==================== design 1
==> src/rtl/pulse_pacer.sv <==
// -----------------------------------------------------------------------------
// pulse_pacer
//   Counts single-cycle event pulses on i and re-emits them on o as one-cycle
//   pulses whose rising edges are at least GAP clocks apart. This lets a
//   toggle-based pulse synchronizer in a slower domain see every toggle.
//   Events are only lost when the pending counter is saturated.
//
// Parameters
//   GAP    : minimum clocks between successive o rising edges (2..255)
//   CNT_W  : pending-event counter width (max pending = 2^CNT_W-1)
//
// Ports
//   clk      in   source-domain clock
//   rst      in   asynchronous active-high reset
//   i        in   event input, one event per high cycle
//   o        out  paced one-cycle pulse (registered)
//   pending  out  events accepted but not yet emitted (registered)
//   busy     out  pending != 0 or FSM not idle
//   overflow out  sticky: event arrived while pending was at max
//   ovf_clr  in   clears overflow (set wins in the same cycle)
//
// Build option
//   PULSE_PACER_OVF_EN : when defined, overflow is a sticky flag cleared by
//   ovf_clr. When undefined, overflow is tied low and ovf_clr is ignored;
//   saturation still holds pending at max and drops the event.
// -----------------------------------------------------------------------------
module pulse_pacer #(
    parameter int GAP   = 6,
    parameter int CNT_W = 8
) (
    input  logic             clk,
    input  logic             rst,
    input  logic             i,
    output logic             o,
    output logic [CNT_W-1:0] pending,
    output logic             busy,
    output logic             overflow,
    input  logic             ovf_clr
);

    typedef enum logic [1:0] {
        IDLE  = 2'd0,
        PULSE = 2'd1,
        WAIT  = 2'd2
    } state_t;

    localparam logic [CNT_W-1:0] PEND_MAX = {CNT_W{1'b1}};
    localparam logic [7:0]       GCNT_RLD = 8'(GAP - 2);

    state_t           state_q, state_d;
    logic [7:0]       gcnt_q, gcnt_d;
    logic [CNT_W-1:0] pend_q, pend_d;
    logic             o_q, o_d;
    logic             fire;
    logic             ovf_set;

    // A pulse may be launched from IDLE, or from WAIT once the gap has run
    // out; the source is either a stored event or the one arriving now.
    assign fire = ((state_q == IDLE) || ((state_q == WAIT) && (gcnt_q == 8'd0)))
                  && ((pend_q != '0) || i);

    // Next-state / output logic
    always_comb begin
        state_d = state_q;
        gcnt_d  = gcnt_q;
        o_d     = 1'b0;
        case (state_q)
            IDLE: begin
                if (fire) begin
                    state_d = PULSE;
                    o_d     = 1'b1;
                end
            end
            PULSE: begin
                // PULSE itself and the final gcnt==0 WAIT cycle account
                // for two of the GAP clocks, hence the GAP-2 reload.
                gcnt_d  = GCNT_RLD;
                state_d = WAIT;
            end
            WAIT: begin
                if (gcnt_q != 8'd0) begin
                    gcnt_d = gcnt_q - 8'd1;
                end else if (fire) begin
                    state_d = PULSE;
                    o_d     = 1'b1;
                end else begin
                    state_d = IDLE;
                end
            end
            default: begin
                state_d = IDLE;
                gcnt_d  = 8'd0;
            end
        endcase
    end

    // Pending counter: +i -fire, saturating at max with the event dropped.
    always_comb begin
        pend_d  = pend_q;
        ovf_set = 1'b0;
        if (i && !fire) begin
            if (pend_q == PEND_MAX) begin
                ovf_set = 1'b1;
            end else begin
                pend_d = pend_q + CNT_W'(1);
            end
        end else if (fire && !i) begin
            pend_d = pend_q - CNT_W'(1);
        end
    end

    always_ff @(posedge clk or posedge rst) begin
        if (rst) begin
            state_q <= IDLE;
            gcnt_q  <= 8'd0;
            pend_q  <= '0;
            o_q     <= 1'b0;
        end else begin
            state_q <= state_d;
            gcnt_q  <= gcnt_d;
            pend_q  <= pend_d;
            o_q     <= o_d;
        end
    end

`ifdef PULSE_PACER_OVF_EN
    logic ovf_q, ovf_d;

    always_comb begin
        ovf_d = ovf_q;
        if (ovf_set) begin
            ovf_d = 1'b1;
        end else if (ovf_clr) begin
            ovf_d = 1'b0;
        end
    end

    always_ff @(posedge clk or posedge rst) begin
        if (rst) begin
            ovf_q <= 1'b0;
        end else begin
            ovf_q <= ovf_d;
        end
    end

    assign overflow = ovf_q;
`else
    logic unused_ovf;
    assign unused_ovf = ovf_set ^ ovf_clr;
    assign overflow   = 1'b0;
`endif

    assign o       = o_q;
    assign pending = pend_q;
    assign busy    = (pend_q != '0) || (state_q != IDLE);

endmodule

==> config.mk <==
export PLATFORM = sky130hd
export DESIGN_NAME = pulse_pacer
export DESIGN_NICKNAME = d
export VERILOG_FILES = /design/src/rtl/pulse_pacer.sv
export SDC_FILE = /design/constraint.sdc
export NUM_CORES = 1
export LEC_CHECK = 0
export CAP_MARGIN = 20
export CORE_MARGIN = 5
export CORE_UTILIZATION = 49
export CTS_CLUSTER_DIAMETER = 80
export DETAILED_ROUTE_END_ITERATION = 12
export HOLD_SLACK_MARGIN = 0.05
export PLACE_DENSITY = 0.76
export SLEW_MARGIN = 15
export SYNTH_ARGS = -nofsm -noshare
export SYNTH_HDL_FRONTEND = slang
export SYNTH_SLANG_ARGS = --single-unit
==> constraint.sdc <==
create_clock -name clk -period 2.4 [get_ports clk]
set_clock_uncertainty 0.05 [all_clocks]
set_input_delay 0.6 -clock clk [delete_from_list [all_inputs] [get_ports clk]]
set_output_delay 0.6 -clock clk [all_outputs]
set_load 0.02 [all_outputs]
==================== design 2
===== src/rtl/reg_file_2r1w_if.sv =====
// Register-file access bundle: write port, two read ports and debug status.
// master drives addresses/write data; slave returns read data and status.
interface reg_file_2r1w_if #(
   parameter int DATA_W = 8,
   parameter int ADDR_W = 3
);
   logic              we;
   logic [ADDR_W-1:0] waddr;
   logic [DATA_W-1:0] wdata;
   logic [ADDR_W-1:0] raddr_a;
   logic [ADDR_W-1:0] raddr_b;
   logic [DATA_W-1:0] rdata_a;
   logic [DATA_W-1:0] rdata_b;
   logic [7:0]        wr_cnt;
   logic              busy_r0;

   modport master (
      output we, waddr, wdata, raddr_a, raddr_b,
      input  rdata_a, rdata_b, wr_cnt, busy_r0
   );

   modport slave (
      input  we, waddr, wdata, raddr_a, raddr_b,
      output rdata_a, rdata_b, wr_cnt, busy_r0
   );
endinterface


===== src/rtl/reg_file_2r1w.sv =====
// 2-read/1-write register file, r0 hardwired to 0; writes land in 1 cycle, reads are
// combinational with same-cycle write bypass; no backpressure, every write is accepted.
module reg_file_2r1w #(
   parameter int DATA_W = 8,
   parameter int ADDR_W = 3
) (
   input logic             clk,
   input logic             rst_n,
   reg_file_2r1w_if.slave  rf
);
   localparam int NREG = 2 ** ADDR_W;

   logic [DATA_W-1:0] mem_q [NREG];
   logic [7:0]        wr_cnt_q, wr_cnt_d;
   logic              busy_r0_q, busy_r0_d;
   logic              wr_acc;

   // rst_n gates acceptance so a write coincident with reset is dropped
   assign wr_acc = rst_n && rf.we && (rf.waddr != '0);

   always_comb begin
      wr_cnt_d = wr_cnt_q;
      if (wr_acc && (wr_cnt_q != 8'hFF)) begin
         wr_cnt_d = wr_cnt_q + 8'd1;
      end
      busy_r0_d = rf.we && (rf.waddr == '0);
   end

   always_ff @(posedge clk or negedge rst_n) begin
      if (!rst_n) begin
         for (int i = 0; i < NREG; i++) begin
            mem_q[i] <= '0;
         end
         wr_cnt_q  <= '0;
         busy_r0_q <= 1'b0;
      end else begin
         if (wr_acc) begin
            mem_q[rf.waddr] <= rf.wdata;
         end
         wr_cnt_q  <= wr_cnt_d;
         busy_r0_q <= busy_r0_d;
      end
   end

   // Bypass forwards in-flight write data so decode sees it before the edge
   always_comb begin
      rf.rdata_a = '0;
      rf.rdata_b = '0;
      if (rst_n && (rf.raddr_a != '0)) begin
         rf.rdata_a = (wr_acc && (rf.waddr == rf.raddr_a)) ? rf.wdata : mem_q[rf.raddr_a];
      end
      if (rst_n && (rf.raddr_b != '0)) begin
         rf.rdata_b = (wr_acc && (rf.waddr == rf.raddr_b)) ? rf.wdata : mem_q[rf.raddr_b];
      end
   end

   assign rf.wr_cnt  = wr_cnt_q;
   assign rf.busy_r0 = busy_r0_q;
endmodule

===== src/flat_wrapper.sv =====
// flat-port wrapper written by rule: the top's interface ports become plain ports
module reg_file_2r1w_flat 
#(
   parameter int DATA_W = 8,
   parameter int ADDR_W = 3
)
  (clk, rst_n, rf_we, rf_waddr, rf_wdata, rf_raddr_a, rf_raddr_b, rf_rdata_a, rf_rdata_b, rf_wr_cnt, rf_busy_r0);
  reg_file_2r1w_if #(.DATA_W(DATA_W), .ADDR_W(ADDR_W)) rf_i ();
  input logic clk;
  input logic rst_n;
  input wire logic [$bits(rf_i.we)-1:0] rf_we;
  input wire logic [$bits(rf_i.waddr)-1:0] rf_waddr;
  input wire logic [$bits(rf_i.wdata)-1:0] rf_wdata;
  input wire logic [$bits(rf_i.raddr_a)-1:0] rf_raddr_a;
  input wire logic [$bits(rf_i.raddr_b)-1:0] rf_raddr_b;
  output wire logic [$bits(rf_i.rdata_a)-1:0] rf_rdata_a;
  output wire logic [$bits(rf_i.rdata_b)-1:0] rf_rdata_b;
  output wire logic [$bits(rf_i.wr_cnt)-1:0] rf_wr_cnt;
  output wire logic [$bits(rf_i.busy_r0)-1:0] rf_busy_r0;
  assign rf_i.we = rf_we;
  assign rf_i.waddr = rf_waddr;
  assign rf_i.wdata = rf_wdata;
  assign rf_i.raddr_a = rf_raddr_a;
  assign rf_i.raddr_b = rf_raddr_b;
  assign rf_rdata_a = rf_i.rdata_a;
  assign rf_rdata_b = rf_i.rdata_b;
  assign rf_wr_cnt = rf_i.wr_cnt;
  assign rf_busy_r0 = rf_i.busy_r0;
  reg_file_2r1w #(.DATA_W(DATA_W), .ADDR_W(ADDR_W)) u_core (.clk(clk), .rst_n(rst_n), .rf(rf_i));
endmodule

===== config.mk =====
export PLATFORM = sky130hd
export DESIGN_NAME = reg_file_2r1w_flat
export DESIGN_NICKNAME = d
export VERILOG_FILES = /design/src/rtl/reg_file_2r1w_if.sv /design/src/rtl/reg_file_2r1w.sv /design/src/flat_wrapper.sv
export SDC_FILE = /design/constraint.sdc
export NUM_CORES = 1
export LEC_CHECK = 0
export CORE_MARGIN = 3
export CORE_UTILIZATION = 60
export CTS_CLUSTER_SIZE = 20
export DETAILED_ROUTE_END_ITERATION = 12
export PLACE_DENSITY = 0.84
export SYNTH_ARGS = -nofsm -noshare
export SYNTH_HDL_FRONTEND = slang
export SYNTH_SLANG_ARGS = --single-unit

===== constraint.sdc =====
create_clock -name clk -period 4.2 [get_ports clk]
set_input_delay 0.63 -clock clk [delete_from_list [all_inputs] [get_ports clk]]
set_output_delay 0.63 -clock clk [all_outputs]
set_load 0.01 [all_outputs]

==================== design 3
==> config.mk <==
export PLATFORM = sky130hd
export DESIGN_NAME = lutram32_arbiter
export DESIGN_NICKNAME = d
export VERILOG_FILES = /design/src/rtl/lutram32_pkg.sv /design/src/rtl/lutram32_bank.sv /design/src/rtl/lutram32_arbiter.sv
export SDC_FILE = /design/constraint.sdc
export NUM_CORES = 1
export LEC_CHECK = 0
export CORE_MARGIN = 4
export CORE_UTILIZATION = 60
export DETAILED_ROUTE_END_ITERATION = 10
export HOLD_SLACK_MARGIN = 0.12
export PLACE_DENSITY = 0.78
export SLEW_MARGIN = 20
export SYNTH_ARGS = -nofsm -noshare
export SYNTH_HDL_FRONTEND = slang
export SYNTH_SLANG_ARGS = --single-unit
export TNS_END_PERCENT = 20
==> constraint.sdc <==
create_clock -name clk_i -period 3.2 [get_ports clk_i]
set_clock_uncertainty 0.1 [all_clocks]
set_input_delay 0.96 -clock clk_i [delete_from_list [all_inputs] [get_ports clk_i]]
set_output_delay 0.96 -clock clk_i [all_outputs]
set_load 0.01 [all_outputs]
==> src/rtl/lutram32_pkg.sv <==
// Shared types and sizes for the LUT-RAM arbiter and its RAM bank.
package lutram32_pkg;
  localparam int DEPTH = 32;
  localparam int AW    = 5;

  typedef enum logic { CLEAR, IDLE } state_e;
  typedef enum logic { REQ_A, REQ_B } req_e;

  function automatic req_e other_req(input req_e r);
    return (r == REQ_A) ? REQ_B : REQ_A;
  endfunction
endpackage

==> src/rtl/lutram32_bank.sv <==
// 32-deep distributed RAM bank: DW single-bit primitives with shared address,
// write enable and falling-edge write; read port is combinational.
module lutram32x1
  import lutram32_pkg::*;
(
  input  logic          clk_i,
  input  logic [AW-1:0] a_i,
  input  logic          d_i,
  input  logic          we_i,
  output logic          o_o
);
  logic mem_q [DEPTH];

  // Writes land mid-cycle so a read registered on the next edge sees new data.
  always_ff @(negedge clk_i) begin
    if (we_i) mem_q[a_i] <= d_i;
  end

  assign o_o = mem_q[a_i];
endmodule

module lutram32_bank
  import lutram32_pkg::*;
#(
  parameter int DW = 8
) (
  input  logic          clk_i,
  input  logic [AW-1:0] addr_i,
  input  logic [DW-1:0] d_i,
  input  logic          we_i,
  output logic [DW-1:0] o_o
);
  generate
    for (genvar gi = 0; gi < DW; gi++) begin : g_bit
      lutram32x1 u_ram (
        .clk_i (clk_i),
        .a_i   (addr_i),
        .d_i   (d_i[gi]),
        .we_i  (we_i),
        .o_o   (o_o[gi])
      );
    end
  endgenerate
endmodule

==> src/rtl/lutram32_arbiter.sv <==
// Round-robin sequencer sharing one 32-word LUT-RAM bank between requesters A and B,
// with a clear sweep after reset or on request.
module lutram32_arbiter
  import lutram32_pkg::*;
#(
  parameter int          DW       = 8,
  parameter logic [DW-1:0] INIT_VAL = '0
) (
  input  logic          clk_i,
  input  logic          rst_ni,
  input  logic          clr_req_i,
  output logic          busy_o,
  input  logic          a_valid_i,
  input  logic          a_we_i,
  input  logic [AW-1:0] a_addr_i,
  input  logic [DW-1:0] a_wdata_i,
  output logic          a_ready_o,
  output logic          a_rvalid_o,
  output logic [DW-1:0] a_rdata_o,
  input  logic          b_valid_i,
  input  logic          b_we_i,
  input  logic [AW-1:0] b_addr_i,
  input  logic [DW-1:0] b_wdata_i,
  output logic          b_ready_o,
  output logic          b_rvalid_o,
  output logic [DW-1:0] b_rdata_o
);
  state_e        state_q;
  req_e          rr_q;
  req_e          rd_owner_q;
  logic [AW-1:0] ptr_q;
  logic          busy_q;
  logic [AW-1:0] ram_addr_q;
  logic [DW-1:0] ram_d_q;
  logic          ram_we_q;
  logic          rd_pend_q;
  logic          a_rvalid_q, b_rvalid_q;
  logic [DW-1:0] a_rdata_q, b_rdata_q;
  logic [DW-1:0] ram_o;
  logic          grant_a, grant_b, can_grant;

  // A clear request in the same cycle pre-empts any grant.
  assign can_grant = (state_q == IDLE) & ~clr_req_i;
  assign grant_a   = can_grant & a_valid_i & (~b_valid_i | (rr_q == REQ_A));
  assign grant_b   = can_grant & b_valid_i & (~a_valid_i | (rr_q == REQ_B));

  always_ff @(posedge clk_i or negedge rst_ni) begin
    if (!rst_ni) begin
      state_q    <= CLEAR;
      rr_q       <= REQ_A;
      rd_owner_q <= REQ_A;
      ptr_q      <= '0;
      busy_q     <= 1'b1;
      ram_addr_q <= '0;
      ram_d_q    <= '0;
      ram_we_q   <= 1'b0;
      rd_pend_q  <= 1'b0;
      a_rvalid_q <= 1'b0;
      b_rvalid_q <= 1'b0;
      a_rdata_q  <= '0;
      b_rdata_q  <= '0;
    end else begin
      a_rvalid_q <= 1'b0;
      b_rvalid_q <= 1'b0;
      rd_pend_q  <= 1'b0;
      ram_we_q   <= 1'b0;

      if (rd_pend_q) begin
        if (rd_owner_q == REQ_A) begin
          a_rdata_q  <= ram_o;
          a_rvalid_q <= 1'b1;
        end else begin
          b_rdata_q  <= ram_o;
          b_rvalid_q <= 1'b1;
        end
      end

      case (state_q)
        CLEAR: begin
          ram_addr_q <= ptr_q;
          ram_d_q    <= INIT_VAL;
          ram_we_q   <= 1'b1;
          ptr_q      <= ptr_q + AW'(1);
          if (ptr_q == AW'(DEPTH - 1)) begin
            state_q <= IDLE;
            busy_q  <= 1'b0;
          end
        end
        IDLE: begin
          if (clr_req_i) begin
            state_q <= CLEAR;
            busy_q  <= 1'b1;
            ptr_q   <= '0;
          end else if (grant_a || grant_b) begin
            ram_addr_q <= grant_a ? a_addr_i  : b_addr_i;
            ram_d_q    <= grant_a ? a_wdata_i : b_wdata_i;
            ram_we_q   <= grant_a ? a_we_i    : b_we_i;
            rd_pend_q  <= grant_a ? ~a_we_i   : ~b_we_i;
            rd_owner_q <= grant_a ? REQ_A     : REQ_B;
            rr_q       <= other_req(grant_a ? REQ_A : REQ_B);
          end
        end
        default: state_q <= CLEAR;
      endcase
    end
  end

  lutram32_bank #(.DW(DW)) u_bank (
    .clk_i  (clk_i),
    .addr_i (ram_addr_q),
    .d_i    (ram_d_q),
    .we_i   (ram_we_q),
    .o_o    (ram_o)
  );

  assign busy_o     = busy_q;
  assign a_ready_o  = grant_a;
  assign b_ready_o  = grant_b;
  assign a_rvalid_o = a_rvalid_q;
  assign b_rvalid_o = b_rvalid_q;
  assign a_rdata_o  = a_rdata_q;
  assign b_rdata_o  = b_rdata_q;
endmodule

## Gallery

Cell density map.
(a)
Scale: 6 px per µm. The die is cut into 6 by 6 equal tiles; black is low, pale yellow is high, 0 to 100% covered.
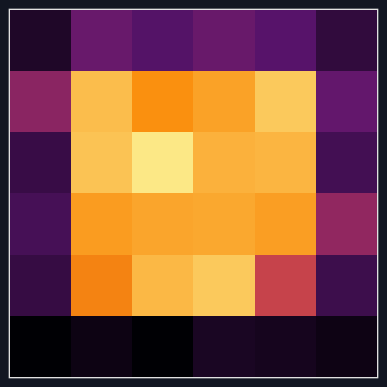
(b)
Scale: 4 px per µm. The die is cut into 9 by 9 equal tiles; black is low, pale yellow is high, 0 to 100% covered.
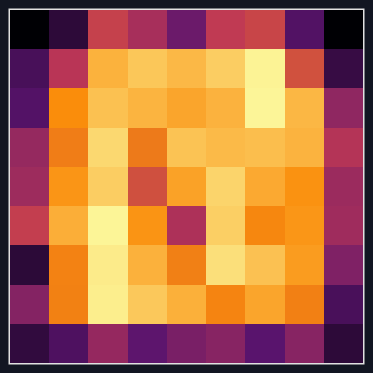
(c)
Scale: 2 px per µm. The die is cut into 15 by 15 equal tiles; black is low, pale yellow is high, 0 to 100% covered.
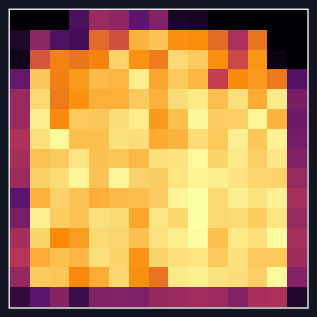
The one with the smallest die is (a).
(a) comes from design 1.
(c) comes from design 3.
(b) comes from design 2.

Key to (a):
densest ninth of the die	middle
nearly empty tiles	5.6%
tiles over 75% full	39%
fullest tile	95%

**Design 2: clock wiring as the flow saved it**

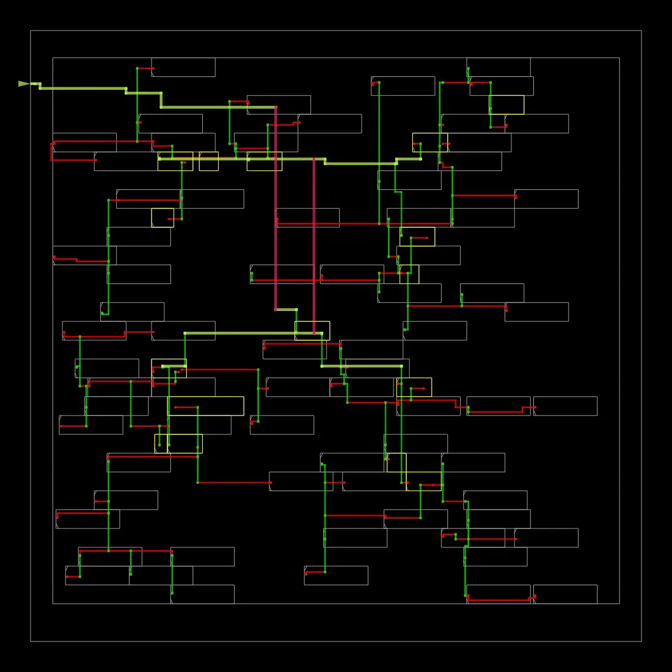
Clk Latency, worst-skew pair: 0.34 ns
worst clock skew: 0.00755 ns
clkbuf count: 10
TritonCTS Sinks: 73

==> summary.txt, design 2 <==
Worst Path Max Fanout: 8
Max power group: registers
Inserted Clock Buffers: 9
Comb. pwr: 0.601 mW
WP data arrival: 2.96 ns
Core ar.: 6460 µm²
Detailed Route WL: 9150 µm
reg2reg start: u_core.rf.wr_cnt[0]
Sw Ratio: 0.287
P_clk: 0.560 mW
synthesized netlist cell count: 276
Post-synth EDFFs: 0
reg2reg path depth: 4
status: completed
switching power: 0.616 mW
Tool Warnings: 26
-- design 2: metrics by stage --
step | setup WS, ns | hold slack (ns) | cell area [µm²]
floorplan | 1.59 | 0.334 | 4060
global placement | 0.634 | 0.378 | 4630
detailed placement | 0.589 | 0.391 | 4630
CTS | 0.586 | 0.376 | 4830
global route | 0.496 | 0.387 | 4830
finish | 0.613 | 0.374 | 4830
-- design 2: final cells by class --
cell class / instances / area [µm²] / share of cell area
clock buffer: 10 / 138 / 0.0285
clock inverter: 6 / 66.3 / 0.0137
multi-input combinational: 180 / 2120 / 0.438
sequential: 73 / 1830 / 0.378
tap: 77 / 96.3 / 0.0199
timing repair buffer: 64 / 588 / 0.122
-- design 2: flip-flops by register name, summed over array words and instances (netlist names) --
register           count
u_core.mem_q          64
u_core.rf.wr_cnt       8
u_core.rf.busy_r0      1
-- design 2: worst max-delay path: stages --
cell             delay, ns
clkdlybuf4s50_1       0.74
o311ai_4              0.21
nor4_4                0.36
buf_4                 0.22
mux2i_1               0.08
nor2_1                0.14
clkdlybuf4s50_1       0.56
-- design 2: per-layer routing --
metal  routed length (µm)  track usage
met4                  295        0.114
met1                 3700        0.343
met2                 4630        0.423
met5                    0            0
met3                  516       0.0568
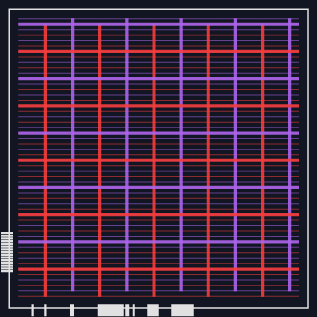
**Above:** design 3 (PDN straps and rails).
Scale: 2 px per µm. Pins as bars on the die edge.
colour	net
purple	VDD
red	VSS
met1 rails	52
met4 straps	10
die width: 149 µm
Peak VDD IR: 736 µV
Core ar.: 19500 µm²
die height: 149 µm

==> summary.txt, design 3 <==
crit-path leading delay family: flip-flops
Dominant cell area share: 0.648
leakage: 6.88 nW
endpoint type of the worst setup path: flop
synth unique cells: 43
failing checks: negative setup slack
nonclk inv count: 8
Ant. Diodes: 0
worst path bufs/invs: 1
wire length of the first global-routing pass: 48200 µm
status: finished with violations
P_clk: 5.28 mW
reg2reg path depth: 5
Commonest Layout Cell: inv_1
syn nets: 760
clock network area share: 0.130
flop count: 298
combinational group share of total power: 0.305
final instance area: 15800 µm²
row count: 51
final setup fails: 171
Tool Warnings: 287
bufs w/o clock: 136
Reg power frac: 0.341
Synth Cell Area: 11900 µm²
Detailed Route Iter0 Violations: 816
asr flop ratio synth: 0.141
synth cell count leaders: 256 x edfxtp_1, 141 x mux2i_1, 56 x o22ai_1
Slew headroom: 0.187
Avg Cell Area, Syn: 16.4 µm²
Worst Setup EP: a_rdata_o[7]
PortBufs: 53
die footprint: 22100 µm²
initial antenna violation count: 0
Worst Path Max Fanout: 2
# fillers: 952
TNS Setup: -13.35 ns
TritonCTS clock tree: yes
synth top area cells: edfxtp_1 65%, mux2i_1 12%, dfrtp_1 8.7%, o22ai_1 3.0%, nor2_1 1.4%
PnR worst setup slack: -0.184 ns
Commonest flop: edfxtp_1
clock share of power: 0.354
Clk Latency, worst-skew pair: 0.64 ns
Layout Cells excl Fill: 1393
Worst path slowest cell: edfxtp_1
All-Layer GR Usage: 0.291
routability cong.: 0.818
Final Hold Fails: 0
crit path from: u_bank.g_bit[7].u_ram.mem_q[25]
worst stage delay on the critical path: 0.43 ns
GRT overflow: 0
Power Internal: 9.56 mW
crit path kind: flop to flop
synth warn: 0
Initial Utilization: 0.609
## design 3: repair_timing
action / 4_1_cts / 5_1_grt
buffers inserted: 4 / 0
resized: 53 / 40
setup endpoints to repair: 246 / 255
hold buffers: 0 / 0
pin swaps: 17 / 19
gates cloned: 0 / 0
## design 3: cells by family after synthesis
group	after synthesis	synth area share
DFF	298	0.737
muxes	142	0.120
and+or+nand+nor	119	0.0561
AOI/OAI and AO/OA	107	0.0608
buffers and inverters	55	0.0224
xor gates and xnor gates	2	0.00148
adders and majority gates	2	0.00211
## design 3: worst register-to-register path: stages, from the launching register on
cell,delay (ns)
edfxtp_1,0.43
mux2i_4,0.23
o22ai_2,0.15
nor4_4,0.35
buf_4,0.18
a31oi_1,0.10
## design 3: registers in the layout, indices dropped and copies added (netlist names)
signal and cells:
rd_pend_q 1, ram_we_q 1, busy_o 1, ptr_q 5, a_rdata_o 8, rd_owner_q 1
b_rvalid_o 1, ram_d_q 8, b_rdata_o 8, ram_addr_q 5, a_rvalid_o 1, rr_q 1
state_q 1, u_bank.g_bit.u_ram.mem_q 256
## design 3: per-layer routing
layer	global-route usage	wire, µm
met1	0.332	11300
met2	0.504	17400
met3	0.0807	2850
met4	0.145	1160
met5	0	0
**Design 1: clock wiring as the flow saved it**

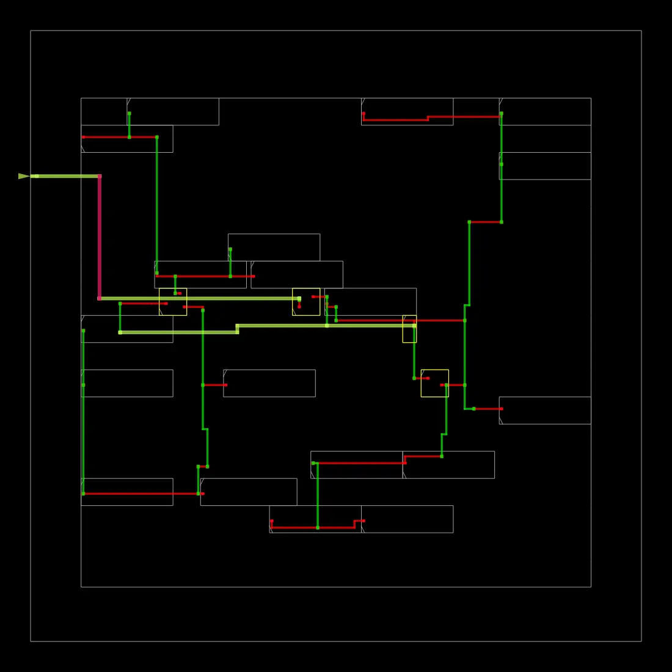
flop count: 19
P_clk: 0.171 mW

**Design 1: sequential cells grouped by signal name**

Scale: 6 px per µm. Other sequential cells in the stronger grey, the rest of the logic in the fainter grey.
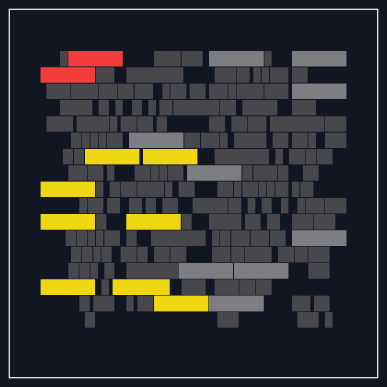
colour	name in the netlist	placed flops
yellow	gcnt_q	8
red	state_q	2

==> summary.txt, design 1 <==
status: completed
# fillers: 188
crit path from: pending[5]
I/O pins: 15
Req. time, crit path: 1.75 ns
Core ar.: 2500 µm²
Commonest Layout Cell: buf_4
Tmin final: 2.34 ns
die footprint: 3740 µm²
Detailed Route Iter0 Violations: 77
layout cells sized above 1: 0.339
final net count: 191
R2R Setup Slk: 0.06 ns
Initial Utilization: 0.513
Ant. Diodes: 0
Worst path slowest cell: dfrtp_1
FMAX: 427 MHz
Worst-path clk slew: 0.12 ns
Max Cap Viol: 0
drt drc: 0
bufs w/o clock: 39
CTS H-Tree Depth: 1
Well Taps: 30
# hold bufs at CTS: 0
Detailed Route WL: 3210 µm
Commonest flop: dfrtp_1
crit path kind: flop to primary output
#MultiIn Comb: 103
reg2reg start: gcnt_q[1]
Final period util: 0.976
Slew headroom: 0.539
Area Overhead vs Synth: 35.1%
Inserted Clock Buffers: 3
Avg Cell Area, Syn: 9.23 µm²
register area share after synthesis: 0.371
synth unique cells: 42
GRT overflow: 0
PortBufs: 12
Routed met2 length: 1700 µm
worst path bufs/invs: 2
critical path depth: 4
Tool Warnings: 32
final design utilization: 0.693
asr flop ratio synth: 1.00
Top Layer Used: met4
die height: 61.2 µm
met3 routed wirelength: 157 µm
All-Layer GR Usage: 0.187
DR vias: 1209
Worst Setup EP: busy
Gate Area: 820 µm²
## design 1: metrics by stage
step / hold WS, ns / setup slack (ns) / TNS [ns] / area, µm²
after global placement: 0.444 / -0.306 / -0.914 / 1600
after CTS: 0.468 / 0.00137 / 0 / 1650
after global routing: 0.510 / -0.111 / -0.373 / 1730
after floorplan: 0.421 / 0.0235 / 0 / 1300
final: 0.466 / 0.0577 / 0 / 1730
after detailed placement: 0.449 / -0.361 / -1.14 / 1600
## design 1: flip-flops by register name (all words and copies together) (netlist names)
signal / cells
o: 1
pending: 8
gcnt_q: 8
state_q: 2
## design 1: cells in the mapped netlist (4+ instances only)
| cell | count | share of area |
|---|---|---|
| inv_1 | 12 | 0.035 |
| nor2_1 | 9 | 0.026 |
| xnor2_1 | 4 | 0.027 |
| o21ai_0 | 14 | 0.055 |
| nand3_1 | 4 | 0.016 |
| buf_2 | 4 | 0.016 |
| dfrtp_1 | 19 | 0.37 |
| ha_1 | 9 | 0.088 |
| a21oi_1 | 8 | 0.031 |
| nand2_1 | 13 | 0.038 |
## design 1: power by group
group	internal [mW]	total (mW)	switching [mW]
sequential	0.483	0.649	0.166
combinational	1.00	2.07	1.06
clock	0.0650	0.171	0.106


==> notes/layouts.md <==
Pictures saved along the way, in no particular order.

M2 wires.
Plate I
Scale: 4 px per µm.
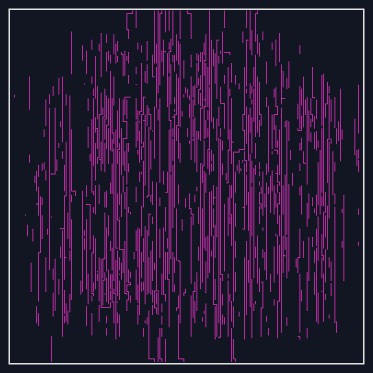
Plate II
Scale: 6 px per µm.
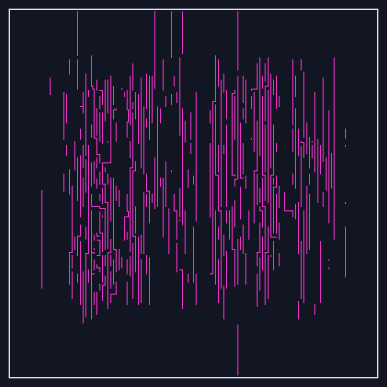
Plate III
Scale: 2 px per µm.
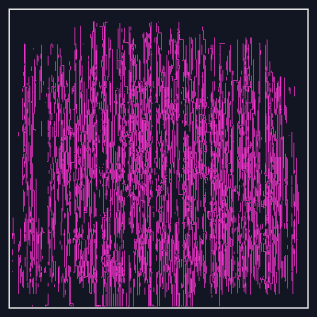
Plate III is design 3.
Plate I is design 2.
Plate II is design 1.
The one with the smallest die is Plate II.

Power and IR drop assume default switching activity.
